######## block 1 ########
Block 1, met4 routing:
Supply wires on this layer in gray.
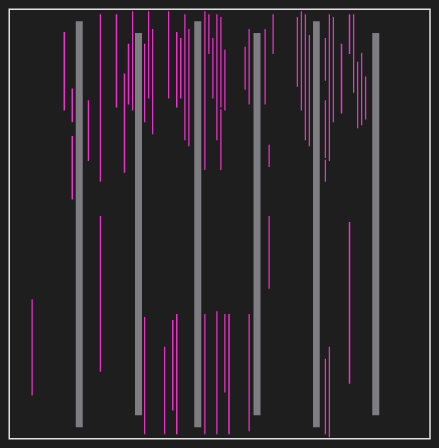
Block 1, sequential cells grouped by signal name:
Other sequential cells in the stronger gray, the rest of the logic in the fainter gray.
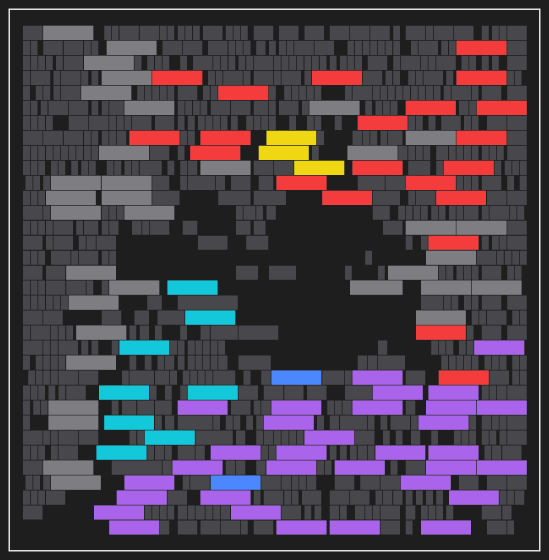
$ cat src/rtl/soh_arbiter.sv
// soh_arbiter: two-requester arbiter in front of a shared combinational operand handler
//
// Ports:
//   clk, rst_n                     clock, asynchronous active-low reset
//   reqK_valid/ready (K = 0,1)     request handshake; ready is combinational
//   reqK_rb/imm/sel                request operands (32/21/3 bits)
//   soh_rb/soh_i/soh_s             operands latched at accept, driven to the handler
//   soh_n                          handler result, sampled while in EXEC
//   rsp_valid/rsp_ready            response handshake
//   rsp_id/rsp_data                response owner and registered result
//   busy                           high outside IDLE
//   timeout_err                    pulses in the RESP cycle whose stall drops the response
//
// Parameter HOLD_TIMEOUT: rsp_ready-low RESP cycles tolerated before the response is dropped.
// Macro SOH_ARB_FIXED_PRIO_EN: requester 0 always wins ties instead of round-robin.
module soh_arbiter #(
    parameter int HOLD_TIMEOUT = 15
) (
    input  logic        clk,
    input  logic        rst_n,
    input  logic        req0_valid,
    output logic        req0_ready,
    input  logic [31:0] req0_rb,
    input  logic [20:0] req0_imm,
    input  logic [2:0]  req0_sel,
    input  logic        req1_valid,
    output logic        req1_ready,
    input  logic [31:0] req1_rb,
    input  logic [20:0] req1_imm,
    input  logic [2:0]  req1_sel,
    output logic [31:0] soh_rb,
    output logic [20:0] soh_i,
    output logic [2:0]  soh_s,
    input  logic [31:0] soh_n,
    output logic        rsp_valid,
    output logic        rsp_id,
    output logic [31:0] rsp_data,
    input  logic        rsp_ready,
    output logic        busy,
    output logic        timeout_err
);
    typedef enum logic [1:0] {IDLE, EXEC, RESP} state_t;
    state_t      state_q, state_d;
    logic [31:0] soh_rb_q, soh_rb_d, rsp_data_q, rsp_data_d;
    logic [20:0] soh_i_q, soh_i_d;
    logic [2:0]  soh_s_q, soh_s_d;
    logic [7:0]  cnt_q, cnt_d;
    logic        rsp_id_q, rsp_id_d, last_q, last_d;
    logic        gnt, accept, timeout;
`ifdef SOH_ARB_FIXED_PRIO_EN
    assign gnt = !req0_valid;
`else
    // On a tie the requester not granted last wins; otherwise whoever is valid.
    assign gnt = (req0_valid && req1_valid) ? !last_q : req1_valid;
`endif
    assign accept     = (state_q == IDLE) && (req0_valid || req1_valid);
    assign req0_ready = (state_q == IDLE) && req0_valid && !gnt;
    assign req1_ready = (state_q == IDLE) && req1_valid && gnt;
    // This stalled cycle is the HOLD_TIMEOUT-th one; rsp_ready high always wins.
    assign timeout    = (state_q == RESP) && !rsp_ready && (cnt_q == 8'(HOLD_TIMEOUT - 1));
    always_ff @(posedge clk or negedge rst_n) begin
        if (!rst_n) begin
            state_q    <= IDLE;
            soh_rb_q   <= '0;
            soh_i_q    <= '0;
            soh_s_q    <= '0;
            rsp_data_q <= '0;
            rsp_id_q   <= 1'b0;
            cnt_q      <= '0;
            last_q     <= 1'b1;
        end else begin
            state_q    <= state_d;
            soh_rb_q   <= soh_rb_d;
            soh_i_q    <= soh_i_d;
            soh_s_q    <= soh_s_d;
            rsp_data_q <= rsp_data_d;
            rsp_id_q   <= rsp_id_d;
            cnt_q      <= cnt_d;
            last_q     <= last_d;
        end
    end
    always_comb begin
        state_d = state_q;
        case (state_q)
            IDLE:    state_d = accept ? EXEC : IDLE;
            EXEC:    state_d = RESP;
            RESP:    state_d = (rsp_ready || timeout) ? IDLE : RESP;
            default: state_d = IDLE;
        endcase
    end
    always_comb begin
        soh_rb_d   = accept ? (gnt ? req1_rb : req0_rb) : soh_rb_q;
        soh_i_d    = accept ? (gnt ? req1_imm : req0_imm) : soh_i_q;
        soh_s_d    = accept ? (gnt ? req1_sel : req0_sel) : soh_s_q;
        rsp_id_d   = accept ? gnt : rsp_id_q;
        last_d     = accept ? gnt : last_q;
        rsp_data_d = (state_q == EXEC) ? soh_n : rsp_data_q;
        // Zero outside RESP, so it is already clear on entry and after a drop.
        cnt_d      = ((state_q == RESP) && !rsp_ready && !timeout) ? cnt_q + 8'd1 : 8'd0;
    end
    always_comb begin
        busy        = (state_q != IDLE);
        rsp_valid   = (state_q == RESP);
        timeout_err = timeout;
        soh_rb      = soh_rb_q;
        soh_i       = soh_i_q;
        soh_s       = soh_s_q;
        rsp_id      = rsp_id_q;
        rsp_data    = rsp_data_q;
    end
endmodule

$ cat config.mk
export PLATFORM = sky130hd
export DESIGN_NAME = soh_arbiter
export DESIGN_NICKNAME = d
export VERILOG_FILES = /design/src/rtl/soh_arbiter.sv
export SDC_FILE = /design/constraint.sdc
export NUM_CORES = 1
export LEC_CHECK = 0
export ABC_AREA = 1
export CORE_AREA = 2 2 94 96
export CTS_CLUSTER_SIZE = 20
export DETAILED_ROUTE_END_ITERATION = 6
export DIE_AREA = 0 0 96 98
export DONT_BUFFER_PORTS = 1
export GPL_TIMING_DRIVEN = 0
export MAX_ROUTING_LAYER = met4
export PLACE_DENSITY = 0.82
export SYNTH_ARGS = -nofsm -noshare
export SYNTH_HDL_FRONTEND = slang
export SYNTH_SLANG_ARGS = --single-unit
$ cat constraint.sdc
create_clock -name clk -period 1.9 [get_ports clk]
set_clock_uncertainty 0.1 [all_clocks]
set_input_delay 0.19 -clock clk [delete_from_list [all_inputs] [get_ports clk]]
set_output_delay 0.19 -clock clk [all_outputs]
set_load 0.05 [all_outputs]
==> flow_results.xml <==
<?xml version="1.0" encoding="UTF-8"?>
<metrics>
  <group name="timing">
    <metric name="min_period_over_period" unit="">1.03</metric>
    <metric name="hold-worst-slack" unit="ns">-0.583</metric>
    <metric name="setup_viol" unit="">1</metric>
    <metric name="final_critical_path_setup_slack" unit="ns">-0.0559</metric>
    <metric name="final-hold-violation-count" unit="">100</metric>
  </group>
  <group name="detailed_routing">
    <metric name="route.detailed.vias_per_inst" unit="">5.61</metric>
    <metric name="highest_layer" unit="">met4</metric>
  </group>
  <group name="grt">
    <metric name="grt_antenna_before_repair" unit="">2</metric>
    <metric name="maximum_number_of_pins_on_one_net_before_global_route_repair" unit="">101</metric>
    <metric name="gr-total-overflow" unit="">0</metric>
  </group>
  <group name="clocking">
    <metric name="cts.sink_count" unit="">100</metric>
  </group>
  <group name="job">
    <metric name="tool_warning_count" unit="">34</metric>
  </group>
  <group name="status">
    <metric name="violated_checks" unit="">negative hold slack, negative setup slack</metric>
    <metric name="run_status" unit="">finished with violations</metric>
  </group>
  <group name="layout">
    <metric name="insertedDiodeCount" unit="">2</metric>
  </group>
  <group name="critical_path">
    <metric name="cpMaxStageDelayCell" unit="">sky130_fd_sc_hd__nor3_4</metric>
  </group>
  <group name="die">
    <metric name="fp.dieW" unit="um">96</metric>
  </group>
</metrics>
Notes on 'met4 routing' of block 1 above:
The layer holds 7.1% of the routed length. 56 nets have wire on it.

Notes on 'sequential cells grouped by signal name' of block 1 above:
Key: yellow = soh_s [placed flops 3]; purple = rsp_data [placed flops 32]; blue = state_q [placed flops 2]; red = soh_i [placed flops 21]; cyan = cnt_q [placed flops 8]
Another 34 sequential cells are not colored.

-- metrics by stage --
stage / instances / total power [mW] / hold slack, ns / util / instance area [um2]
detailed placement: 738 / 9.70 / -0.204 / 0.567 / 4800
floorplan: 630 / 8.90 / -0.206 / - / 4660
global placement: 738 / 9.51 / -0.203 / 0.567 / 4800
finish: 906 / 11.7 / -0.583 / 0.780 / 6600
CTS: 904 / 11.4 / -0.598 / 0.775 / 6570
global route: 906 / 12.3 / -0.619 / 0.780 / 6600
-- flip-flops by register name (all words and copies together), names as in the netlist --
register and count:
state_q 2, rsp_data 32, soh_i 21, soh_rb 32
soh_s 3, rsp_id 1, last_q 1, cnt_q 8
-- worst min path at each step --
| stage | to | slack [ns] | cells past startpoint |
|---|---|---|---|
| finish | soh_rb[17] | -0.58 | 0 |
| global route | rsp_data[22] | -0.62 | 0 |
| CTS | rsp_data[19] | -0.60 | 0 |
| detailed placement | soh_rb[17] | -0.20 | 0 |
| global placement | soh_rb[16] | -0.20 | 0 |
| floorplan | cnt_q[0] | -0.21 | 0 |
-- power breakdown --
group | switching, mW | internal [mW]
clock network | 0.730 | 0.647
registers | 3.97 | 3.02
logic | 2.17 | 1.17

######## block 2 ########
Block 2, sequential cells grouped by signal name:
Other sequential cells in the stronger gray, the rest of the logic in the fainter gray.
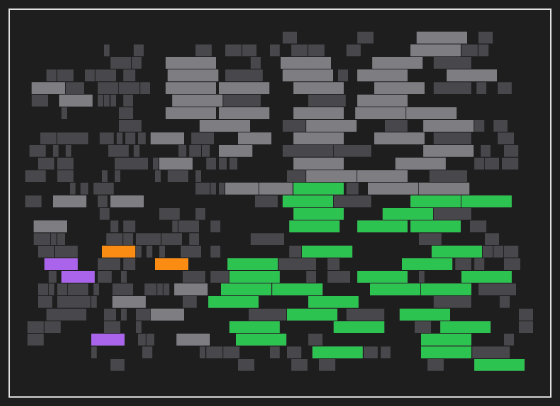
`src/rtl/io_port_bridge_pkg.sv`:
```
// io_port_bridge_pkg: shared CPU port width and default bridge FIFO depth
package io_port_bridge_pkg;
  localparam int PORT_W = 8;
  localparam int DEPTH_DEFAULT = 4;
  typedef logic [PORT_W-1:0] port_t;
endpackage

```
`src/rtl/io_port_bridge_if.sv`:
```
// io_port_bridge_if: host handshakes and CPU port strobes between the bridge and its neighbours
interface io_port_bridge_if;
  import io_port_bridge_pkg::*;
  logic  host_in_valid;
  port_t host_in_data;
  logic  host_in_ready;
  port_t in_port;
  logic  in_rd;
  port_t out_data;
  logic  out_wr;
  logic  host_out_valid;
  port_t host_out_data;
  logic  host_out_ready;
  modport master (
    output host_in_valid, host_in_data, in_rd, out_data, out_wr, host_out_ready,
    input  host_in_ready, in_port, host_out_valid, host_out_data
  );
  modport slave (
    input  host_in_valid, host_in_data, in_rd, out_data, out_wr, host_out_ready,
    output host_in_ready, in_port, host_out_valid, host_out_data
  );
endinterface

```
`src/rtl/io_port_bridge_sync_fifo.sv`:
```
// sync_fifo: circular-buffer FIFO; callers gate push/pop, head reads 0 while empty
module sync_fifo
  import io_port_bridge_pkg::*;
#(
  parameter int DEPTH = DEPTH_DEFAULT,
  parameter int W = PORT_W
) (
  input  logic                   clk,
  input  logic                   rst,
  input  logic                   push,
  input  logic                   pop,
  input  logic [W-1:0]           din,
  output logic [W-1:0]           head,
  output logic [$clog2(DEPTH):0] count,
  output logic                   full,
  output logic                   empty
);
  localparam int PW = $clog2(DEPTH);
  localparam int CW = PW + 1;
  logic [W-1:0] mem [DEPTH];
  logic [PW-1:0] wr_ptr, rd_ptr;
  always_ff @(posedge clk)
    if (push) mem[wr_ptr] <= din;
  always_ff @(posedge clk) begin
    if (rst) begin
      wr_ptr <= '0;
      rd_ptr <= '0;
      count  <= '0;
    end else begin
      if (push) wr_ptr <= wr_ptr + PW'(1);
      if (pop) rd_ptr <= rd_ptr + PW'(1);
      count <= count + CW'(push) - CW'(pop);
    end
  end
  assign full  = count == CW'(DEPTH);
  assign empty = count == '0;
  assign head  = empty ? '0 : mem[rd_ptr];
endmodule

```
`src/rtl/io_port_bridge.sv`:
```
// io_port_bridge: two FIFOs between a byte-stream host and a CPU's in/out ports
module io_port_bridge
  import io_port_bridge_pkg::*;
#(
  parameter int DEPTH = DEPTH_DEFAULT
) (
  input  logic                   clk,
  input  logic                   rst,
  io_port_bridge_if.slave        bus,
  output logic [$clog2(DEPTH):0] in_count,
  output logic [$clog2(DEPTH):0] out_count,
  output logic                   in_underflow,
  output logic                   out_overflow
);
  logic in_full, in_empty, out_full, out_empty;
  logic in_push, in_pop, out_push, out_pop;
  assign bus.host_in_ready  = !in_full;
  assign bus.host_out_valid = !out_empty;
  assign in_push  = bus.host_in_valid && !in_full;
  assign in_pop   = bus.in_rd && !in_empty;
  assign out_pop  = !out_empty && bus.host_out_ready;
  // a full output FIFO still takes a write when the host frees a slot this cycle
  assign out_push = bus.out_wr && (!out_full || out_pop);
  sync_fifo #(.DEPTH(DEPTH), .W(PORT_W)) u_in_fifo (
    .clk, .rst, .push(in_push), .pop(in_pop), .din(bus.host_in_data),
    .head(bus.in_port), .count(in_count), .full(in_full), .empty(in_empty)
  );
  sync_fifo #(.DEPTH(DEPTH), .W(PORT_W)) u_out_fifo (
    .clk, .rst, .push(out_push), .pop(out_pop), .din(bus.out_data),
    .head(bus.host_out_data), .count(out_count), .full(out_full), .empty(out_empty)
  );
  always_ff @(posedge clk) begin
    if (rst) begin
      in_underflow <= 1'b0;
      out_overflow <= 1'b0;
    end else begin
      in_underflow <= in_underflow || (bus.in_rd && in_empty);
      out_overflow <= out_overflow || (bus.out_wr && out_full && !out_pop);
    end
  end
endmodule
```
`src/flat_wrapper.sv`:
```
// flat-port wrapper written by rule: the top's interface ports become plain ports
module io_port_bridge_flat import io_port_bridge_pkg::*;
#(
  parameter int DEPTH = DEPTH_DEFAULT
)
  (clk, rst, in_count, out_count, in_underflow, out_overflow, bus_host_in_valid, bus_host_in_data, bus_in_rd, bus_out_data, bus_out_wr, bus_host_out_ready, bus_host_in_ready, bus_in_port, bus_host_out_valid, bus_host_out_data);
  io_port_bridge_if bus_i ();
  input  logic clk;
  input  logic rst;
  output logic [$clog2(DEPTH):0] in_count;
  output logic [$clog2(DEPTH):0] out_count;
  output logic in_underflow;
  output logic out_overflow;
  input wire logic [$bits(bus_i.host_in_valid)-1:0] bus_host_in_valid;
  input wire logic [$bits(bus_i.host_in_data)-1:0] bus_host_in_data;
  input wire logic [$bits(bus_i.in_rd)-1:0] bus_in_rd;
  input wire logic [$bits(bus_i.out_data)-1:0] bus_out_data;
  input wire logic [$bits(bus_i.out_wr)-1:0] bus_out_wr;
  input wire logic [$bits(bus_i.host_out_ready)-1:0] bus_host_out_ready;
  output wire logic [$bits(bus_i.host_in_ready)-1:0] bus_host_in_ready;
  output wire logic [$bits(bus_i.in_port)-1:0] bus_in_port;
  output wire logic [$bits(bus_i.host_out_valid)-1:0] bus_host_out_valid;
  output wire logic [$bits(bus_i.host_out_data)-1:0] bus_host_out_data;
  assign bus_i.host_in_valid = bus_host_in_valid;
  assign bus_i.host_in_data = bus_host_in_data;
  assign bus_i.in_rd = bus_in_rd;
  assign bus_i.out_data = bus_out_data;
  assign bus_i.out_wr = bus_out_wr;
  assign bus_i.host_out_ready = bus_host_out_ready;
  assign bus_host_in_ready = bus_i.host_in_ready;
  assign bus_in_port = bus_i.in_port;
  assign bus_host_out_valid = bus_i.host_out_valid;
  assign bus_host_out_data = bus_i.host_out_data;
  io_port_bridge #(.DEPTH(DEPTH)) u_core (.clk(clk), .rst(rst), .bus(bus_i), .in_count(in_count), .out_count(out_count), .in_underflow(in_underflow), .out_overflow(out_overflow));
endmodule
```
`config.mk`:
```
export PLATFORM = sky130hd
export DESIGN_NAME = io_port_bridge_flat
export DESIGN_NICKNAME = d
export VERILOG_FILES = /design/src/rtl/io_port_bridge_pkg.sv /design/src/rtl/io_port_bridge_if.sv /design/src/rtl/io_port_bridge_sync_fifo.sv /design/src/rtl/io_port_bridge.sv /design/src/flat_wrapper.sv
export SDC_FILE = /design/constraint.sdc
export NUM_CORES = 1
export LEC_CHECK = 0
export CELL_PAD_IN_SITES_DETAIL_PLACEMENT = 0
export CELL_PAD_IN_SITES_GLOBAL_PLACEMENT = 2
export CORE_ASPECT_RATIO = 0.7
export CORE_MARGIN = 3
export CORE_UTILIZATION = 40
export CTS_BUF_LIST = sky130_fd_sc_hd__clkbuf_8
export CTS_CLUSTER_DIAMETER = 60
export DETAILED_ROUTE_END_ITERATION = 10
export GPL_TIMING_DRIVEN = 0
export PLACE_DENSITY_LB_ADDON = 0.05
export SYNTH_ARGS = -nofsm -noshare
export SYNTH_HDL_FRONTEND = slang
export SYNTH_SLANG_ARGS = --single-unit
```
`constraint.sdc`:
```
create_clock -name clk -period 3 [get_ports clk]
set_clock_uncertainty 0.2 [all_clocks]
set_input_delay 0.9 -clock clk [delete_from_list [all_inputs] [get_ports clk]]
set_output_delay 0.9 -clock clk [all_outputs]
set_load 0.01 [all_outputs]
```
==> flow_results.xml <==
<?xml version="1.0" encoding="UTF-8"?>
<metrics>
  <group name="status">
    <metric name="run_status" unit="">completed</metric>
  </group>
  <group name="synthesis">
    <metric name="syn_inst" unit="">210</metric>
    <metric name="yosys_register_bits" unit="">84</metric>
    <metric name="enable_flop_cells" unit="">64</metric>
    <metric name="synth-async-reset-ratio" unit="">0</metric>
    <metric name="synthFlopType" unit="">sky130_fd_sc_hd__edfxtp_1</metric>
    <metric name="post_synth_fa_ha_maj_area_fraction" unit="">0.0554</metric>
    <metric name="yosysCellCount" unit="">210</metric>
    <metric name="compound_area_frac" unit="">0.0164</metric>
    <metric name="synth.cellmix.simpleShare" unit="">0.0969</metric>
    <metric name="yosysWarnings" unit="">0</metric>
  </group>
  <group name="detailed_routing">
    <metric name="firstDrtPassIters" unit="">6</metric>
    <metric name="drt-wirelength-per-cell" unit="um">15.4</metric>
    <metric name="detailroute.via_count" unit="">1796</metric>
  </group>
  <group name="die">
    <metric name="ios" unit="">48</metric>
    <metric name="fp_util" unit="">0.423</metric>
  </group>
  <group name="layout">
    <metric name="final_layout_size_suffix_gt1_frac" unit="">0.177</metric>
    <metric name="area_delta_synth_final" unit="%">25.1</metric>
  </group>
  <group name="grt">
    <metric name="gr-total-overflow" unit="">0</metric>
    <metric name="grt_antenna_before_repair" unit="">0</metric>
    <metric name="vias_in_the_first_global_route" unit="">1819</metric>
  </group>
  <group name="pwr">
    <metric name="power_frac_comb" unit="">0.347</metric>
    <metric name="power-per-cell-area" unit="nW/um2">837</metric>
    <metric name="static-leakage-power" unit="nW">1.58</metric>
  </group>
  <group name="hold_path">
    <metric name="worst_hold_path_type" unit="">reg -&gt; reg</metric>
    <metric name="whs_path_depth" unit="">2</metric>
  </group>
  <group name="clocking">
    <metric name="post_cts_hold_buffer_count" unit="">0</metric>
    <metric name="numCtsBuffers" unit="">9</metric>
    <metric name="tritoncts" unit="">done</metric>
    <metric name="cts.sink_count" unit="">84</metric>
  </group>
  <group name="critical_path">
    <metric name="regToRegStartpoint" unit="">u_core.u_out_fifo.count[1]</metric>
    <metric name="rrSetupSlack" unit="ns">0.53</metric>
    <metric name="worstRegToRegCells" unit="">11</metric>
    <metric name="cp_max_fo" unit="">3</metric>
  </group>
  <group name="place">
    <metric name="port_buffers" unit="">47</metric>
    <metric name="placement.cell_area" unit="um2">4030</metric>
    <metric name="place.detailed.hpwl" unit="um">4130</metric>
    <metric name="final_estimated_routing_congestion_in_global_placement" unit="">0.684</metric>
  </group>
  <group name="timing">
    <metric name="min_period_over_period" unit="">0.972</metric>
    <metric name="setup_tns" unit="ns">0</metric>
  </group>
</metrics>
About 'sequential cells grouped by signal name' of block 2:
Key: orange = u_core.u_out_fifo.wr_ptr [placed flops 2]; green = u_core.u_out_fifo.mem [placed flops 32]; purple = u_core.u_out_fifo.count [placed flops 3]
Another 47 sequential cells are not colored.

[sequential cells by signal, indices dropped and copies added, names as in the netlist, 2 cells and up, named ones only]
signal / flops
u_core.u_out_fifo.rd_ptr: 2
u_core.u_in_fifo.mem: 32
u_core.u_out_fifo.wr_ptr: 2
u_core.u_out_fifo.count: 3
u_core.u_out_fifo.mem: 32
u_core.u_in_fifo.count: 3
u_core.u_in_fifo.rd_ptr: 2
u_core.u_in_fifo.wr_ptr: 2
[cell type report]
type / count / area (um2)
clock buffers: 9 / 124
flip-flops and latches: 84 / 2320
fillers: 701 / 3810
clock inverters: 7 / 75.1
plain buffers: 6 / 43.8
multi-input cells: 105 / 1040
inverters: 13 / 48.8
well taps: 101 / 126
repair buffers: 53 / 510
[cell usage after synthesis (all sizes together) (4+ instances only)]
master and count:
a21oi 4, and2 10, buf 5, dfxtp 20, edfxtp 64, ha 12, inv 13, mux4 16
nand2b 4, nor2 15, nor2b 19, nor3 4, xor2 4
[metal layers]
layer	global-route usage	wire length, um
met1	0.195	2990
met2	0.180	2460
met3	0.0572	307
met4	0.0313	50
met5	0	0

######## block 3 ########
Block 3, met4 routing:
Supply wires on this layer in gray.
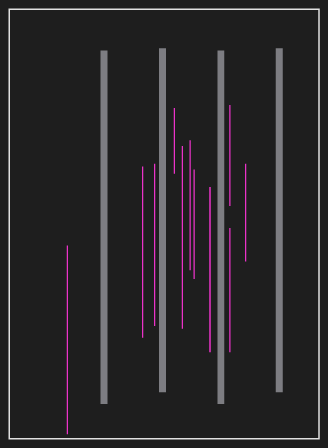
**src/rtl/multicycle_controller.sv**
```systemverilog
// Multicycle instruction-sequencing FSM: fetch, decode, execute, memory and writeback control
// strobes for a RISC-V style datapath, with a sticky illegal-opcode trap and a retire counter.
module multicycle_controller (
    input  logic        clk_i,
    input  logic        rst_i,
    input  logic [6:0]  opcode_i,
    input  logic        branch_taken_i,
    input  logic        imem_ack_i,
    input  logic        dmem_ack_i,
    output logic        imem_req_o,
    output logic        dmem_req_o,
    output logic        mem_read_o,
    output logic        mem_write_o,
    output logic        ir_write_o,
    output logic        pc_write_o,
    output logic [1:0]  pc_src_o,
    output logic        reg_write_o,
    output logic [1:0]  wb_sel_o,
    output logic [2:0]  state_o,
    output logic        illegal_o,
    output logic [31:0] instret_o
);

    typedef enum logic [2:0] {
        StFetch     = 3'd0,
        StDecode    = 3'd1,
        StExecute   = 3'd2,
        StMemory    = 3'd3,
        StWriteback = 3'd4,
        StTrap      = 3'd5
    } state_e;

    typedef enum logic [2:0] {
        ClsNone   = 3'd0,
        ClsR      = 3'd1,
        ClsI      = 3'd2,
        ClsLoad   = 3'd3,
        ClsStore  = 3'd4,
        ClsBranch = 3'd5,
        ClsJal    = 3'd6,
        ClsJalr   = 3'd7
    } cls_e;

    localparam logic [6:0] OpcodeR      = 7'b0110011;
    localparam logic [6:0] OpcodeI      = 7'b0010011;
    localparam logic [6:0] OpcodeLoad   = 7'b0000011;
    localparam logic [6:0] OpcodeStore  = 7'b0100011;
    localparam logic [6:0] OpcodeBranch = 7'b1100011;
    localparam logic [6:0] OpcodeJal    = 7'b1101111;
    localparam logic [6:0] OpcodeJalr   = 7'b1100111;

    localparam logic [1:0] PcSrcPlus4  = 2'b00;
    localparam logic [1:0] PcSrcTarget = 2'b01;
    localparam logic [1:0] PcSrcJalr   = 2'b10;

    localparam logic [1:0] WbSelAlu   = 2'b00;
    localparam logic [1:0] WbSelMem   = 2'b01;
    localparam logic [1:0] WbSelPc4   = 2'b10;

    state_e      state_q, state_d;
    cls_e        cls_q, cls_d;
    logic        illegal_q, illegal_d;
    logic [31:0] instret_q, instret_d;
    logic        retire;

    // ClsNone doubles as the "unrecognised opcode" result.
    function automatic cls_e decode_opcode(input logic [6:0] op);
        case (op)
            OpcodeR:      decode_opcode = ClsR;
            OpcodeI:      decode_opcode = ClsI;
            OpcodeLoad:   decode_opcode = ClsLoad;
            OpcodeStore:  decode_opcode = ClsStore;
            OpcodeBranch: decode_opcode = ClsBranch;
            OpcodeJal:    decode_opcode = ClsJal;
            OpcodeJalr:   decode_opcode = ClsJalr;
            default:      decode_opcode = ClsNone;
        endcase
    endfunction

    always_comb begin
        state_d     = state_q;
        cls_d       = cls_q;
        illegal_d   = illegal_q;
        retire      = 1'b0;
        imem_req_o  = 1'b0;
        dmem_req_o  = 1'b0;
        mem_read_o  = 1'b0;
        mem_write_o = 1'b0;
        ir_write_o  = 1'b0;
        pc_write_o  = 1'b0;
        pc_src_o    = PcSrcPlus4;
        reg_write_o = 1'b0;
        wb_sel_o    = WbSelAlu;

        case (state_q)
            StFetch: begin
                imem_req_o = 1'b1;
                if (imem_ack_i) begin
                    ir_write_o = 1'b1;
                    pc_write_o = 1'b1;
                    pc_src_o   = PcSrcPlus4;
                    state_d    = StDecode;
                end
            end
            StDecode: begin
                cls_d = decode_opcode(opcode_i);
                if (cls_d == ClsNone) begin
                    state_d   = StTrap;
                    illegal_d = 1'b1;
                end else begin
                    state_d = StExecute;
                end
            end
            StExecute: begin
                case (cls_q)
                    ClsR, ClsI: begin
                        wb_sel_o = WbSelAlu;
                        state_d  = StWriteback;
                    end
                    ClsLoad, ClsStore: state_d = StMemory;
                    ClsBranch: begin
                        pc_write_o = branch_taken_i;
                        pc_src_o   = PcSrcTarget;
                        retire     = 1'b1;
                        state_d    = StFetch;
                    end
                    ClsJal: begin
                        pc_write_o = 1'b1;
                        pc_src_o   = PcSrcTarget;
                        wb_sel_o   = WbSelPc4;
                        state_d    = StWriteback;
                    end
                    ClsJalr: begin
                        pc_write_o = 1'b1;
                        pc_src_o   = PcSrcJalr;
                        wb_sel_o   = WbSelPc4;
                        state_d    = StWriteback;
                    end
                    default: state_d = StFetch;
                endcase
            end
            StMemory: begin
                // Strobes stay up for every wait cycle until the data memory acknowledges.
                dmem_req_o  = 1'b1;
                mem_read_o  = (cls_q == ClsLoad);
                mem_write_o = (cls_q == ClsStore);
                wb_sel_o    = (cls_q == ClsLoad) ? WbSelMem : WbSelAlu;
                if (dmem_ack_i) begin
                    if (cls_q == ClsLoad) begin
                        state_d = StWriteback;
                    end else begin
                        retire  = (cls_q == ClsStore);
                        state_d = StFetch;
                    end
                end
            end
            StWriteback: begin
                reg_write_o = 1'b1;
                case (cls_q)
                    ClsLoad:         wb_sel_o = WbSelMem;
                    ClsJal, ClsJalr: wb_sel_o = WbSelPc4;
                    default:         wb_sel_o = WbSelAlu;
                endcase
                retire  = 1'b1;
                state_d = StFetch;
            end
            StTrap: state_d = StTrap;
            default: state_d = StFetch;
        endcase

        // Reset masks every strobe combinationally, not just on the following edge.
        if (rst_i) begin
            imem_req_o  = 1'b0;
            dmem_req_o  = 1'b0;
            mem_read_o  = 1'b0;
            mem_write_o = 1'b0;
            ir_write_o  = 1'b0;
            pc_write_o  = 1'b0;
            pc_src_o    = PcSrcPlus4;
            reg_write_o = 1'b0;
            wb_sel_o    = WbSelAlu;
        end
    end

    assign instret_d = instret_q + {31'd0, retire};

    always_ff @(posedge clk_i) begin
        if (rst_i) begin
            state_q   <= StFetch;
            cls_q     <= ClsNone;
            illegal_q <= 1'b0;
            instret_q <= 32'd0;
        end else begin
            state_q   <= state_d;
            cls_q     <= cls_d;
            illegal_q <= illegal_d;
            instret_q <= instret_d;
        end
    end

    assign state_o   = state_q;
    assign illegal_o = illegal_q;
    assign instret_o = instret_q;

    a_rd_wr_excl : assert property (@(posedge clk_i) !(mem_read_o && mem_write_o));
    a_rf_wr_excl : assert property (@(posedge clk_i) !(reg_write_o && mem_write_o));

endmodule

```
**config.mk**
```make
export PLATFORM = sky130hd
export DESIGN_NAME = multicycle_controller
export DESIGN_NICKNAME = d
export VERILOG_FILES = /design/src/rtl/multicycle_controller.sv
export SDC_FILE = /design/constraint.sdc
export NUM_CORES = 1
export LEC_CHECK = 0
export ABC_AREA = 1
export CORE_ASPECT_RATIO = 1.5
export CORE_MARGIN = 8
export CORE_UTILIZATION = 50
export CTS_CLUSTER_SIZE = 40
export DETAILED_ROUTE_END_ITERATION = 6
export HOLD_SLACK_MARGIN = 0.02
export PLACE_DENSITY = 0.84
export SYNTH_ARGS = -nofsm -noshare
export SYNTH_HDL_FRONTEND = slang
export SYNTH_SLANG_ARGS = --single-unit
```
**constraint.sdc**
```tcl
create_clock -name clk_i -period 5.6 [get_ports clk_i]
set_input_delay 0.56 -clock clk_i [delete_from_list [all_inputs] [get_ports clk_i]]
set_output_delay 0.56 -clock clk_i [all_outputs]
set_load 0.01 [all_outputs]
```
==> flow_results.xml <==
<?xml version="1.0" encoding="UTF-8"?>
<metrics>
  <group name="critical_path">
    <metric name="crit_required" unit="ns">5.04</metric>
    <metric name="timing.rr.end" unit="">instret_o[14]</metric>
    <metric name="cp_max_fo" unit="">38</metric>
  </group>
  <group name="grt">
    <metric name="grt_antenna_before_repair" unit="">0</metric>
    <metric name="globalRouteMet2Util" unit="">0.328</metric>
    <metric name="use_met1" unit="">0.181</metric>
  </group>
  <group name="layout">
    <metric name="layout.sequential_cells" unit="">39</metric>
    <metric name="final.fill_count" unit="">414</metric>
    <metric name="number_of_buffers_other_than_clock_buffers_in_the_final_layout" unit="">59</metric>
    <metric name="clk_share" unit="">0.0268</metric>
    <metric name="comb_cells" unit="">268</metric>
    <metric name="area_delta_synth_final" unit="%">30.8</metric>
  </group>
  <group name="die">
    <metric name="fp_util" unit="">0.515</metric>
    <metric name="fp.dieW" unit="um">71.6</metric>
    <metric name="core_area" unit="um2">4500</metric>
    <metric name="ios" unit="">59</metric>
  </group>
  <group name="pwr">
    <metric name="power_combinational" unit="mW">0.0616</metric>
    <metric name="swShare" unit="">0.259</metric>
    <metric name="maxPowerGroup" unit="">sequential cells</metric>
  </group>
  <group name="clocking">
    <metric name="cts_htree_levels" unit="">2</metric>
    <metric name="clock.latency.late_pin" unit="ns">0.29</metric>
    <metric name="numCtsBuffers" unit="">5</metric>
    <metric name="ctsRootBufferMaster" unit="">sky130_fd_sc_hd__clkbuf_8</metric>
  </group>
  <group name="status">
    <metric name="violated_checks" unit="">design-rule violations</metric>
    <metric name="run_status" unit="">finished with violations</metric>
  </group>
  <group name="detailed_routing">
    <metric name="highest_layer" unit="">met4</metric>
    <metric name="drt_drc_violations_left" unit="">2</metric>
  </group>
  <group name="synthesis">
    <metric name="yosysCellCount" unit="">361</metric>
    <metric name="yosys.cell_types.count" unit="">32</metric>
    <metric name="yosys_register_bits" unit="">39</metric>
    <metric name="synth.yosys.chip_area" unit="um2">2320</metric>
    <metric name="synth.net_count" unit="">375</metric>
    <metric name="yosysWarnings" unit="">0</metric>
  </group>
  <group name="timing">
    <metric name="achievable-frequency" unit="GHz">0.344</metric>
    <metric name="min_period_over_period" unit="">0.519</metric>
    <metric name="setup_tns" unit="ns">0</metric>
    <metric name="setup_viol" unit="">0</metric>
    <metric name="worstMarginPinSlew" unit="ns">0.404</metric>
  </group>
  <group name="hold_path">
    <metric name="worst_hold_path_type" unit="">reg -&gt; reg</metric>
  </group>
  <group name="job">
    <metric name="tool_warning_count" unit="">26</metric>
  </group>
  <group name="place">
    <metric name="place.detailed.hpwl" unit="um">5080</metric>
  </group>
</metrics>
## Picture notes: 'met4 routing' of block 3
The wires run mostly vertical. The layer carries 345 um of wire. The layer holds 5.4% of the routed length.

## logic make-up (layout without fill, tap and decap cells)
group           Yosys count  in the layout  share of synthesized area
xor+xnor                  8              8                     0.0302
flops                    39             39                      0.337
buf+inv                  54            117                     0.0874
fa+ha+maj                 2              2                     0.0108
simple gates            216            216                      0.430
compound gates           42             42                      0.105
## sequential cells by signal, summed over array words and instances (netlist names)
register and count:
cls_q 3, state_o 3, instret_o 32, illegal_o 1
## per-stage QoR
step | worst slack, ns | power (mW) | cells | hold slack, ns
final | 2.69 | 0.538 | 472 | 0.448
after global routing | 2.52 | 0.559 | 472 | 0.476
after detailed placement | 2.68 | 0.358 | 464 | 0.439
after global placement | 2.69 | 0.357 | 464 | 0.445
after CTS | 2.67 | 0.540 | 472 | 0.450
after floorplan | 3.53 | 0.329 | 361 | 0.474
## cell usage after synthesis, drive strengths merged, types with 2 or more instances
cell type,number,area (um2)
inv,49,184
xor2,6,52.6
xnor2,2,17.5
nor2,71,319
dfxtp,39,781
a211oi,2,15.0
nand2,95,372
a21oi,25,133
nand3b,5,37.5
o21a,3,22.5
nor3,16,113
nand3,20,100
ha,2,25.0
clkbuf,4,15.0
nand4,7,43.8
o21ai,7,35.0

######## block 4 ########
### src/rtl/hd44780_pkg.sv
// Shared types and constants for the HD44780 bus sequencer.
// Holds the FSM state encoding, the power-on init ROM (byte + delay class),
// the LCD command opcodes and the default tick constants.
package hd44780_pkg;

    // Default timing, in ticks, assuming a 50 MHz clock and a 1 us tick.
    localparam int DEF_TICK_CYCLES = 50;
    localparam int DEF_POWERUP_TK  = 40000;
    localparam int DEF_CMD_TK      = 40;
    localparam int DEF_LONG_TK     = 1600;
    localparam int DEF_INIT2_TK    = 4100;
    // Wait after the second 0x30 of the init sequence. This value is fixed
    // by the controller datasheet and does not scale with the other delays.
    localparam int INIT3_TK        = 100;

    localparam logic [7:0] CMD_CLEAR       = 8'h01;
    localparam logic [7:0] CMD_HOME        = 8'h02;
    localparam logic [7:0] CMD_ENTRY_INC   = 8'h06;
    localparam logic [7:0] CMD_DISP_OFF    = 8'h08;
    localparam logic [7:0] CMD_DISP_ON     = 8'h0C;
    localparam logic [7:0] CMD_FUNC_8B     = 8'h30;
    localparam logic [7:0] CMD_FUNC_8B_2L  = 8'h38;

    typedef enum logic [2:0] {
        PWR_WAIT, LOAD, SETUP, E_HIGH, HOLD, EXEC, IDLE
    } state_t;

    // Delay classes. The top module maps each class to a tick count, so the
    // ROM stays independent of the timing parameters.
    typedef enum logic [1:0] {
        DLY_CMD, DLY_LONG, DLY_INIT2, DLY_INIT3
    } dly_sel_t;

    typedef struct packed {
        logic [7:0] dat;
        dly_sel_t   sel;
    } init_entry_t;

    localparam int INIT_LEN = 8;

    function automatic init_entry_t init_rom(input logic [2:0] idx);
        init_entry_t e;
        case (idx)
            3'd0:    e = '{dat: CMD_FUNC_8B,    sel: DLY_INIT2};
            3'd1:    e = '{dat: CMD_FUNC_8B,    sel: DLY_INIT3};
            3'd2:    e = '{dat: CMD_FUNC_8B,    sel: DLY_CMD};
            3'd3:    e = '{dat: CMD_FUNC_8B_2L, sel: DLY_CMD};
            3'd4:    e = '{dat: CMD_DISP_OFF,   sel: DLY_CMD};
            3'd5:    e = '{dat: CMD_CLEAR,      sel: DLY_LONG};
            3'd6:    e = '{dat: CMD_ENTRY_INC,  sel: DLY_CMD};
            default: e = '{dat: CMD_DISP_ON,    sel: DLY_CMD};
        endcase
        return e;
    endfunction

    // Clear (0x01) and Return Home (0x02/0x03) need the long execution time.
    function automatic logic is_long_cmd(input logic rs, input logic [7:0] dat);
        return !rs && ((dat[7:1] == 7'b0000001) || (dat == CMD_CLEAR));
    endfunction

    function automatic int max_int(input int a, input int b);
        return (a > b) ? a : b;
    endfunction

endpackage

### src/rtl/hd44780_tick_gen.sv
// Timing prescaler: emits a one-cycle tick every TICK_CYCLES clocks.
// Latency: first tick TICK_CYCLES-1 cycles after a restart; restart is synchronous.
// No backpressure; the tick is a free-running pulse. Ports: clk, rst_n, restart, tick.
module hd44780_tick_gen #(
    parameter int TICK_CYCLES = 50
) (
    input  logic clk,
    input  logic rst_n,
    input  logic restart,
    output logic tick
);
    localparam int PW = (TICK_CYCLES > 1) ? $clog2(TICK_CYCLES) : 1;

    logic [PW-1:0] cnt;

    assign tick = (cnt == PW'(TICK_CYCLES - 1));

    always_ff @(posedge clk or negedge rst_n) begin
        if (!rst_n) begin
            cnt <= '0;
        end else if (restart || tick) begin
            cnt <= '0;
        end else begin
            cnt <= cnt + PW'(1);
        end
    end

endmodule

### src/rtl/hd44780_bus_sequencer.sv
// HD44780 8-bit bus owner: power-on init sequence, then single byte writes with timed E strobe.
// Latency: lcdRs/lcdData one cycle after accept, E after 1 tick, ready again after (3+delay) ticks.
// Backpressure: wrReady low during init and while a write is in flight; requests then are dropped.
// Ports: clkIn/rstN, write handshake (wrValid, wrReady, wrRs, wrData), LCD bus (lcdRs, lcdRw, lcdE, lcdData), initDone.
module hd44780_bus_sequencer
    import hd44780_pkg::*;
#(
    parameter int TICK_CYCLES = DEF_TICK_CYCLES,
    parameter int POWERUP_TK  = DEF_POWERUP_TK,
    parameter int CMD_TK      = DEF_CMD_TK,
    parameter int LONG_TK     = DEF_LONG_TK,
    parameter int INIT2_TK    = DEF_INIT2_TK
) (
    input  logic       clkIn,
    input  logic       rstN,
    input  logic       wrValid,
    output logic       wrReady,
    input  logic       wrRs,
    input  logic [7:0] wrData,
    output logic       lcdRs,
    output logic       lcdRw,
    output logic       lcdE,
    output logic [7:0] lcdData,
    output logic       initDone
);
    // Sized for the largest delay in use, so the fixed 100-tick init wait
    // never wraps even when the power-up delay is scaled down.
    localparam int MAX_TK = max_int(max_int(POWERUP_TK, INIT2_TK),
                                    max_int(max_int(LONG_TK, CMD_TK), INIT3_TK));
    localparam int DW = $clog2(MAX_TK + 1);
    typedef logic [DW-1:0] dly_t;

    function automatic dly_t sel_ticks(input dly_sel_t s);
        case (s)
            DLY_LONG:  return dly_t'(LONG_TK);
            DLY_INIT2: return dly_t'(INIT2_TK);
            DLY_INIT3: return dly_t'(INIT3_TK);
            default:   return dly_t'(CMD_TK);
        endcase
    endfunction

    state_t      state, state_nxt;
    dly_t        dly, dly_nxt;
    dly_t        exec_dly, exec_dly_nxt;
    logic [2:0]  idx, idx_nxt;
    logic        rs_q, rs_nxt;
    logic [7:0]  dat_q, dat_nxt;
    logic        done_q, done_nxt;
    logic        e_q, rdy_q;
    logic        tick, timed, phase_end, accept;
    init_entry_t rom_e;

    // Restart the prescaler on every state change so each phase lasts
    // exactly n whole ticks from its first cycle.
    hd44780_tick_gen #(.TICK_CYCLES(TICK_CYCLES)) u_tick (
        .clk     (clkIn),
        .rst_n   (rstN),
        .restart (state_nxt != state),
        .tick    (tick)
    );

    assign rom_e     = init_rom(idx);
    assign timed     = (state == PWR_WAIT) || (state == SETUP) || (state == E_HIGH) ||
                       (state == HOLD) || (state == EXEC);
    assign phase_end = timed && tick && (dly == dly_t'(1));
    // rdy_q is high exactly when the FSM sits in IDLE.
    assign accept    = wrValid && rdy_q;

    always_comb begin
        state_nxt    = state;
        dly_nxt      = dly;
        exec_dly_nxt = exec_dly;
        idx_nxt      = idx;
        rs_nxt       = rs_q;
        dat_nxt      = dat_q;
        done_nxt     = done_q;

        if (timed && tick && !phase_end) begin
            dly_nxt = dly - dly_t'(1);
        end

        case (state)
            PWR_WAIT: if (phase_end) state_nxt = LOAD;
            LOAD: begin
                rs_nxt       = 1'b0;
                dat_nxt      = rom_e.dat;
                exec_dly_nxt = sel_ticks(rom_e.sel);
                dly_nxt      = dly_t'(1);
                state_nxt    = SETUP;
            end
            SETUP: if (phase_end) begin
                dly_nxt   = dly_t'(1);
                state_nxt = E_HIGH;
            end
            E_HIGH: if (phase_end) begin
                dly_nxt   = dly_t'(1);
                state_nxt = HOLD;
            end
            HOLD: if (phase_end) begin
                dly_nxt   = exec_dly;
                state_nxt = EXEC;
            end
            EXEC: if (phase_end) begin
                if (done_q) begin
                    state_nxt = IDLE;
                end else if (idx == 3'(INIT_LEN - 1)) begin
                    done_nxt  = 1'b1;
                    state_nxt = IDLE;
                end else begin
                    idx_nxt   = idx + 3'd1;
                    state_nxt = LOAD;
                end
            end
            IDLE: if (accept) begin
                rs_nxt       = wrRs;
                dat_nxt      = wrData;
                exec_dly_nxt = is_long_cmd(wrRs, wrData) ? dly_t'(LONG_TK) : dly_t'(CMD_TK);
                dly_nxt      = dly_t'(1);
                state_nxt    = SETUP;
            end
            default: state_nxt = PWR_WAIT;
        endcase
    end

    always_ff @(posedge clkIn or negedge rstN) begin
        if (!rstN) begin
            state    <= PWR_WAIT;
            dly      <= dly_t'(POWERUP_TK);
            exec_dly <= '0;
            idx      <= '0;
            rs_q     <= 1'b0;
            dat_q    <= '0;
            done_q   <= 1'b0;
            e_q      <= 1'b0;
            rdy_q    <= 1'b0;
        end else begin
            state    <= state_nxt;
            dly      <= dly_nxt;
            exec_dly <= exec_dly_nxt;
            idx      <= idx_nxt;
            rs_q     <= rs_nxt;
            dat_q    <= dat_nxt;
            done_q   <= done_nxt;
            // Strobe and ready are decoded from the next state so they are
            // registered yet line up with the phase they belong to.
            e_q      <= (state_nxt == E_HIGH);
            rdy_q    <= (state_nxt == IDLE);
        end
    end

    assign lcdRs    = rs_q;
    assign lcdRw    = 1'b0;
    assign lcdE     = e_q;
    assign lcdData  = dat_q;
    assign wrReady  = rdy_q;
    assign initDone = done_q;

endmodule

### config.mk
export PLATFORM = sky130hd
export DESIGN_NAME = hd44780_bus_sequencer
export DESIGN_NICKNAME = d
export VERILOG_FILES = /design/src/rtl/hd44780_pkg.sv /design/src/rtl/hd44780_tick_gen.sv /design/src/rtl/hd44780_bus_sequencer.sv
export SDC_FILE = /design/constraint.sdc
export NUM_CORES = 1
export LEC_CHECK = 0
export CORE_ASPECT_RATIO = 1.1
export CORE_MARGIN = 4
export CORE_UTILIZATION = 54
export DETAILED_ROUTE_END_ITERATION = 16
export PLACE_DENSITY = 0.73
export SLEW_MARGIN = 20
export SYNTH_ARGS = -nofsm -noshare
export SYNTH_HDL_FRONTEND = slang
export SYNTH_HIERARCHICAL = 1
export SYNTH_SLANG_ARGS = --single-unit
export TNS_END_PERCENT = 10
### constraint.sdc
create_clock -name clkIn -period 3 [get_ports clkIn]
set_clock_uncertainty 0.15 [all_clocks]
set_input_delay 0.6 -clock clkIn [delete_from_list [all_inputs] [get_ports clkIn]]
set_output_delay 0.6 -clock clkIn [all_outputs]
set_load 0.02 [all_outputs]
Block 4, sequential cells grouped by signal name:
Other sequential cells in the stronger gray, the rest of the logic in the fainter gray.
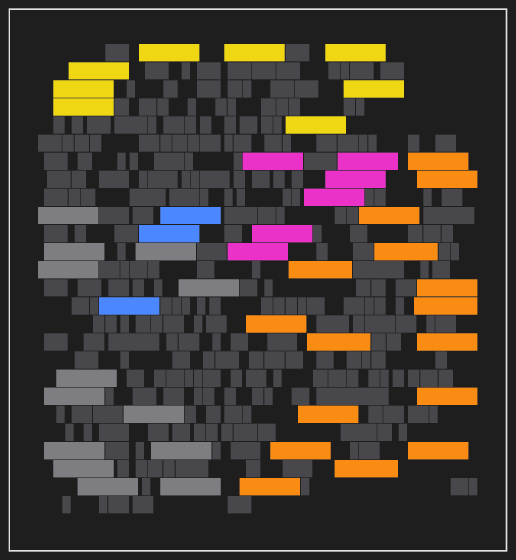
Key: blue = idx [placed flops 3]; orange = dly [placed flops 16]; yellow = lcdData [placed flops 8]; magenta = exec_dly [placed flops 6]

Block 4, clock network drawn from the DEF:
Scale bar: 20 um.
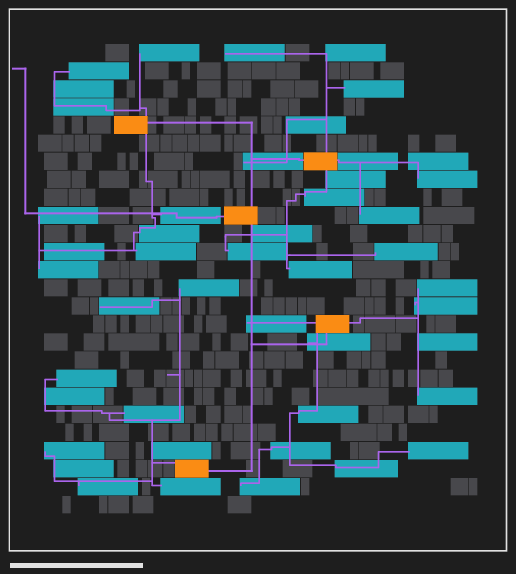
Key: orange = cells driving clock nets [count 5]; cyan = flip-flops [count 46]; purple = clock wires [length 579 um]
There are 6 routed clock nets. Position of the flops: spread over the die.
latest clock arrival within the worst-skew pair: 0.31 ns
clock group power: 0.470 mW
Clock Power Share: 0.420

==> worst register-to-register path: stages, from the launching register on <==
cell	delay (ns)
sky130_fd_sc_hd__dfrtp_1	0.41
sky130_fd_sc_hd__inv_1	0.06
sky130_fd_sc_hd__ha_1	0.15
sky130_fd_sc_hd__and4_1	0.27
sky130_fd_sc_hd__a21boi_0	0.37
sky130_fd_sc_hd__nand2_1	0.18
sky130_fd_sc_hd__or2_4	0.29
sky130_fd_sc_hd__nor4_4	0.35
sky130_fd_sc_hd__mux2_4	0.33
==> registers in the layout (all words and copies together) (netlist names) <==
register,cells
dly,16
exec_dly,6
idx,3
initDone,1
lcdData,8
lcdE,1
lcdRs,1
state,3
u_tick/cnt,6
wrReady,1
==> per-stage QoR <==
step / std cells / hold WS (ns) / instance area, um2
after detailed placement: 358 / 0.316 / 2930
final: 366 / 0.123 / 3050
after floorplan: 283 / 0.154 / 2630
after global routing: 366 / 0.175 / 3050
after global placement: 358 / 0.313 / 2930
after CTS: 366 / 0.340 / 3050
==> power breakdown <==
group,switching [mW],internal (mW),leakage [nW]
registers,0.000149,0.620,0.544
logic,0.0163,0.0129,0.624
clock network,0.222,0.248,0.0504
total,0.239,0.881,1.22
==> flow_results.xml <==
<?xml version="1.0" encoding="UTF-8"?>
<metrics>
  <group name="synthesis">
    <metric name="synth-async-reset-ratio" unit="">1.00</metric>
    <metric name="synth.yosys.seq_area_share" unit="">0.440</metric>
    <metric name="synth.cellmix.simpleShare" unit="">0.238</metric>
    <metric name="syn_inst" unit="">283</metric>
  </group>
  <group name="detailed_routing">
    <metric name="route.detailed.vias_per_inst" unit="">5.96</metric>
    <metric name="first_iter_violations" unit="">108</metric>
    <metric name="drt-wirelength-per-cell" unit="um">15.0</metric>
    <metric name="detailroute.wirelength.met2" unit="um">2640</metric>
    <metric name="firstDrtPassIters" unit="">5</metric>
  </group>
  <group name="clocking">
    <metric name="ctsRootBufferMaster" unit="">sky130_fd_sc_hd__clkbuf_8</metric>
    <metric name="cts.sink_count" unit="">46</metric>
  </group>
  <group name="layout">
    <metric name="clk_share" unit="">0.0373</metric>
    <metric name="comb_cells" unit="">216</metric>
    <metric name="lay_top_cells" unit="">sky130_fd_sc_hd__dfrtp_1 (41), sky130_fd_sc_hd__nor2_1 (33), sky130_fd_sc_hd__nand2_1 (26), sky130_fd_sc_hd__o21ai_0 (22), sky130_fd_sc_hd__clkdlybuf4s50_1 (22)</metric>
    <metric name="inverters" unit="">10</metric>
    <metric name="insertedDiodeCount" unit="">0</metric>
  </group>
  <group name="die">
    <metric name="die_h" unit="um">81.2</metric>
    <metric name="tap_cell_count" unit="">56</metric>
  </group>
  <group name="timing">
    <metric name="setup_tns" unit="ns">0</metric>
    <metric name="final_critical_path_setup_slack" unit="ns">0.316</metric>
    <metric name="worstMarginPinSlew" unit="ns">0.586</metric>
  </group>
  <group name="status">
    <metric name="run_status" unit="">completed</metric>
  </group>
  <group name="critical_path">
    <metric name="regToRegStartpoint" unit="">u_tick/cnt[1]</metric>
    <metric name="worstPathCellList" unit="">inv_1 -&gt; ha_1 -&gt; and4_1 -&gt; a21boi_0 -&gt; nand2_1 -&gt; or2_4 -&gt; nor4_4 -&gt; mux2_4</metric>
    <metric name="crit_family" unit="">simple AND/OR/NAND/NOR gates</metric>
    <metric name="critPathMaxStageDelay" unit="ns">0.41</metric>
    <metric name="crit_type" unit="">reg -&gt; reg</metric>
    <metric name="rrSetupSlack" unit="ns">0.32</metric>
    <metric name="crit_buf_inv" unit="">1</metric>
  </group>
  <group name="grt">
    <metric name="grt_pass1_wl" unit="um">9530</metric>
    <metric name="gr-total-overflow" unit="">0</metric>
    <metric name="global_route.usage.total" unit="">0.201</metric>
  </group>
  <group name="pwr">
    <metric name="power-per-cell-area" unit="nW/um2">367</metric>
  </group>
  <group name="place">
    <metric name="final_estimated_routing_congestion_in_global_placement" unit="">0.835</metric>
  </group>
</metrics>

######## block 5 ########
**src/rtl/instr_sequencer.sv**
```systemverilog
// Multi-cycle control sequencer for the 9-bit RISC core: owns the PC, retire counter and per-state controls.
// Optional build macro SEQ_SELF_JUMP_HALT_EN: a jump to its own address parks the sequencer in HALT.
module instr_sequencer #(
  parameter int PC_W  = 8,
  parameter int CNT_W = 16
) (
  input  logic             clk,
  input  logic             reset,
  input  logic             start,
  output logic             ir_load,
  output logic [PC_W-1:0]  pc,
  input  logic             ri_type,
  input  logic [2:0]       rop,
  input  logic [1:0]       iop,
  input  logic [2:0]       imm_b,
  input  logic [4:0]       pcj_add,
  input  logic             rs_zero,
  output logic             reg_we,
  output logic [1:0]       wb_sel,
  output logic             dmem_req,
  output logic             dmem_we,
  input  logic             dmem_ack,
  output logic             busy,
  output logic             halted,
  output logic [CNT_W-1:0] retired
);

  typedef enum logic [2:0] {IDLE, FETCH, DECODE, EXEC, MEM, WB, HALT} state_t;

  state_t           state_reg, state_next;
  logic [PC_W-1:0]  pc_reg, pc_next;
  logic [CNT_W-1:0] retired_reg;
  logic             retire_en;

  logic [PC_W-1:0] pc_inc, pc_branch, jump_target;
  assign pc_inc      = pc_reg + PC_W'(1);
  assign pc_branch   = pc_reg + PC_W'(1) + PC_W'(imm_b);
  assign jump_target = PC_W'(pcj_add);

  always_ff @(posedge clk) begin
    if (reset) begin
      state_reg   <= IDLE;
      pc_reg      <= '0;
      retired_reg <= '0;
    end else begin
      state_reg <= state_next;
      pc_reg    <= pc_next;
      if (retire_en && retired_reg != '1)
        retired_reg <= retired_reg + CNT_W'(1);
    end
  end

  always_comb begin
    state_next = state_reg;
    pc_next    = pc_reg;
    retire_en  = 1'b0;
    ir_load    = 1'b0;
    reg_we     = 1'b0;
    wb_sel     = 2'd0;
    dmem_req   = 1'b0;
    dmem_we    = 1'b0;
    case (state_reg)
      IDLE: if (start) state_next = FETCH;
      FETCH: begin
        ir_load    = 1'b1;
        state_next = DECODE;
      end
      DECODE: state_next = (ri_type && iop[1]) ? MEM : EXEC;
      EXEC: begin
        state_next = FETCH;
        retire_en  = 1'b1;
        pc_next    = pc_inc;
        if (!ri_type) begin
          if (rop == 3'b111) begin
            pc_next = jump_target;
`ifdef SEQ_SELF_JUMP_HALT_EN
            if (jump_target == pc_reg) state_next = HALT;
`endif
          end else begin
            reg_we = 1'b1;
          end
        end else begin
          case (iop)
            2'b00: if (rs_zero) pc_next = pc_branch;
            2'b01: begin
              reg_we = 1'b1;
              wb_sel = 2'd1;
            end
            default: ;
          endcase
        end
      end
      // Request and direction stay asserted every MEM cycle until the ack pulse.
      MEM: begin
        dmem_req = 1'b1;
        dmem_we  = (iop == 2'b11);
        if (dmem_ack) begin
          if (iop == 2'b11) begin
            pc_next    = pc_inc;
            retire_en  = 1'b1;
            state_next = FETCH;
          end else begin
            state_next = WB;
          end
        end
      end
      WB: begin
        reg_we     = 1'b1;
        wb_sel     = 2'd2;
        pc_next    = pc_inc;
        retire_en  = 1'b1;
        state_next = FETCH;
      end
      HALT: ;
      default: state_next = IDLE;
    endcase
  end

  assign pc      = pc_reg;
  assign retired = retired_reg;
  assign busy    = (state_reg != IDLE) && (state_reg != HALT);
`ifdef SEQ_SELF_JUMP_HALT_EN
  assign halted  = (state_reg == HALT);
`else
  assign halted  = 1'b0;
`endif

endmodule

```
**config.mk**
```make
export PLATFORM = sky130hd
export DESIGN_NAME = instr_sequencer
export DESIGN_NICKNAME = d
export VERILOG_FILES = /design/src/rtl/instr_sequencer.sv
export SDC_FILE = /design/constraint.sdc
export NUM_CORES = 1
export LEC_CHECK = 0
export ABC_AREA = 1
export CAP_MARGIN = 15
export CORE_ASPECT_RATIO = 1.5
export CORE_MARGIN = 10
export CORE_UTILIZATION = 49
export DETAILED_ROUTE_END_ITERATION = 8
export PLACE_DENSITY = 0.85
export SLEW_MARGIN = 40
export SYNTH_ARGS = -nofsm -noshare
export SYNTH_HDL_FRONTEND = slang
export SYNTH_SLANG_ARGS = --single-unit
```
**constraint.sdc**
```tcl
create_clock -name clk -period 2.22 [get_ports clk]
set_input_delay 0.666 -clock clk [delete_from_list [all_inputs] [get_ports clk]]
set_output_delay 0.666 -clock clk [all_outputs]
set_load 0.05 [all_outputs]
```
==> flow_results.xml <==
<?xml version="1.0" encoding="UTF-8"?>
<metrics>
  <group name="synthesis">
    <metric name="enable_flop_cells" unit="">0</metric>
    <metric name="synth_top_area_share" unit="">0.264</metric>
  </group>
  <group name="critical_path">
    <metric name="crit_family" unit="">buffers and inverters</metric>
    <metric name="regToRegStartpoint" unit="">pc[0]</metric>
    <metric name="cp-start-kind" unit="">flip-flop</metric>
    <metric name="crit_type" unit="">reg -&gt; out</metric>
    <metric name="worst-endpoint-arrival" unit="ns">1.49</metric>
  </group>
  <group name="layout">
    <metric name="final-comb-area" unit="um2">1350</metric>
    <metric name="largest_register_ffs" unit="">16</metric>
    <metric name="non_clock_buffer_area_share" unit="">0.235</metric>
  </group>
  <group name="timing">
    <metric name="setup_tns" unit="ns">0</metric>
    <metric name="worstMarginPinSlew" unit="ns">0.755</metric>
    <metric name="drv_slew" unit="">0</metric>
    <metric name="setup_repair_after_global_routing_missed_its_margin" unit="">true</metric>
    <metric name="timing.final.crit_period" unit="ns">2.15</metric>
  </group>
  <group name="detailed_routing">
    <metric name="route.met3.wl" unit="um">339</metric>
    <metric name="final_antenna_net_count" unit="">0</metric>
    <metric name="detailroute.via_count" unit="">2289</metric>
    <metric name="firstDrtPassIters" unit="">4</metric>
    <metric name="met1Wirelength" unit="um">2310</metric>
    <metric name="totalWireLength" unit="um">5860</metric>
  </group>
  <group name="die">
    <metric name="ios" unit="">51</metric>
    <metric name="tap_cell_count" unit="">45</metric>
    <metric name="row_count" unit="">28</metric>
    <metric name="die_h" unit="um">99.1</metric>
  </group>
  <group name="clocking">
    <metric name="cts_htree_levels" unit="">1</metric>
    <metric name="post_cts_hold_buffer_count" unit="">0</metric>
    <metric name="clock.latency.late_pin" unit="ns">0.27</metric>
    <metric name="ctsRootBufferMaster" unit="">sky130_fd_sc_hd__clkbuf_8</metric>
  </group>
  <group name="grt">
    <metric name="grt.busiest_layer" unit="">met2</metric>
    <metric name="met3_usage" unit="">0.0388</metric>
    <metric name="use_met1" unit="">0.154</metric>
  </group>
  <group name="place">
    <metric name="cell_count_after_placement" unit="">417</metric>
    <metric name="placement.cell_area" unit="um2">2730</metric>
  </group>
  <group name="pwr">
    <metric name="power-per-cell-area" unit="nW/um2">799</metric>
  </group>
  <group name="status">
    <metric name="run_status" unit="">completed</metric>
  </group>
</metrics>
power by group:
group          internal [mW]  switching [mW]  total [mW]
Clock                  0.126           0.154       0.280
Sequential             0.559           0.105       0.664
Combinational          0.513           0.816        1.33
worst max path at each step:
| stage | from | endpoint | slack [ns] | depth (start not counted) |
|---|---|---|---|---|
| floorplan | ri_type | reg_we | -0.25 | 5 |
| global placement | ri_type | reg_we | -0.38 | 6 |
| detailed placement | ri_type | reg_we | -0.40 | 6 |
| CTS | state_reg[1] | reg_we | 0.01 | 7 |
| global route | state_reg[1] | reg_we | -0.01 | 7 |
| finish | pc[0] | pc[0] | 0.07 | 1 |
metrics by stage:
stage	util	total power, mW
final	0.712	2.27
after global routing	0.712	2.41
after CTS	0.700	2.25
after detailed placement	0.684	1.96
after global placement	0.684	1.93
after floorplan	-	1.50
Yosys cell counts (all sizes together), types with 5 or more instances:
master,instances
a21oi,27
a31oi,5
clkbuf,5
dfxtp,27
ha,5
inv,41
nand2,87
nand3,26
nand4,5
nor2,30
nor3,7
o21ai,18
xor2,6
kinds of logic after synthesis:
logic type,Yosys count
compound gates,60
xor+xnor,9
fa+ha+maj,6
buf+inv,49
flops,27
other cells,1
simple gates,160
Block 5, clock wiring as the flow saved it:
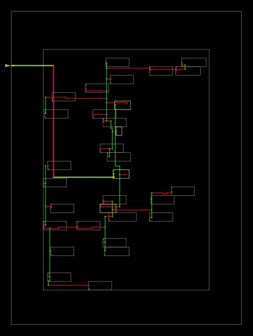
final worst clock skew: 0.00282 ns
CTS sink count: 27
Inserted Clock Buffers: 3

Block 5, sizing map:
Scale bar: 20 um.
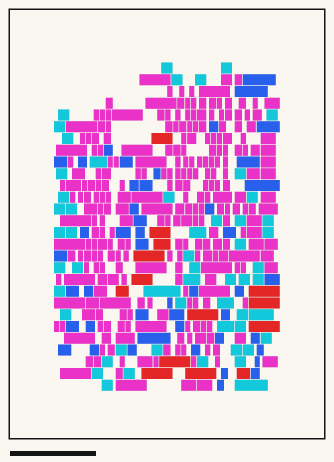
Key: red = drive 6 and up [cells 14, share 3.7%, most used buf_12]; blue = drive 2 [cells 46, share 12%, most used nand2_2]; cyan = drive 3 to 4 [cells 54, share 14%, most used buf_4]; magenta = drive 1 or less [cells 267, share 70%, most used nand2_1]



==> screenshots <==
Selected gate families.
(a)
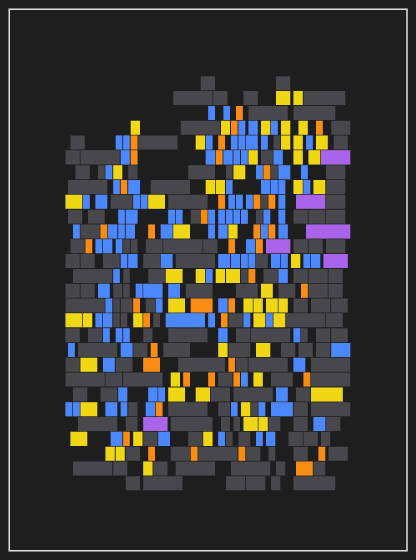
(b)
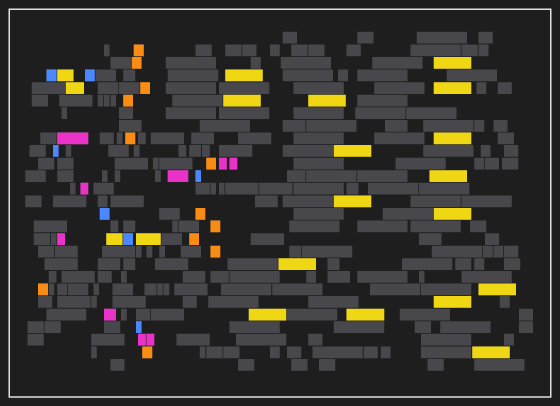
(c)
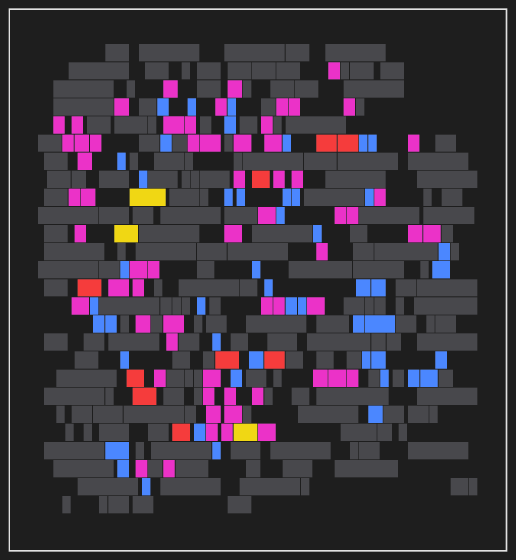
- (b) = block 2
- (a) = block 5
- (c) = block 4

Key to (c):
Key: red = AND-OR and OR-AND gates [cells 9]; blue = NAND gates [cells 48]; magenta = inverting AOI/OAI gates [cells 62]; yellow = multiplexers [cells 3]

Power and IR drop assume default switching activity.
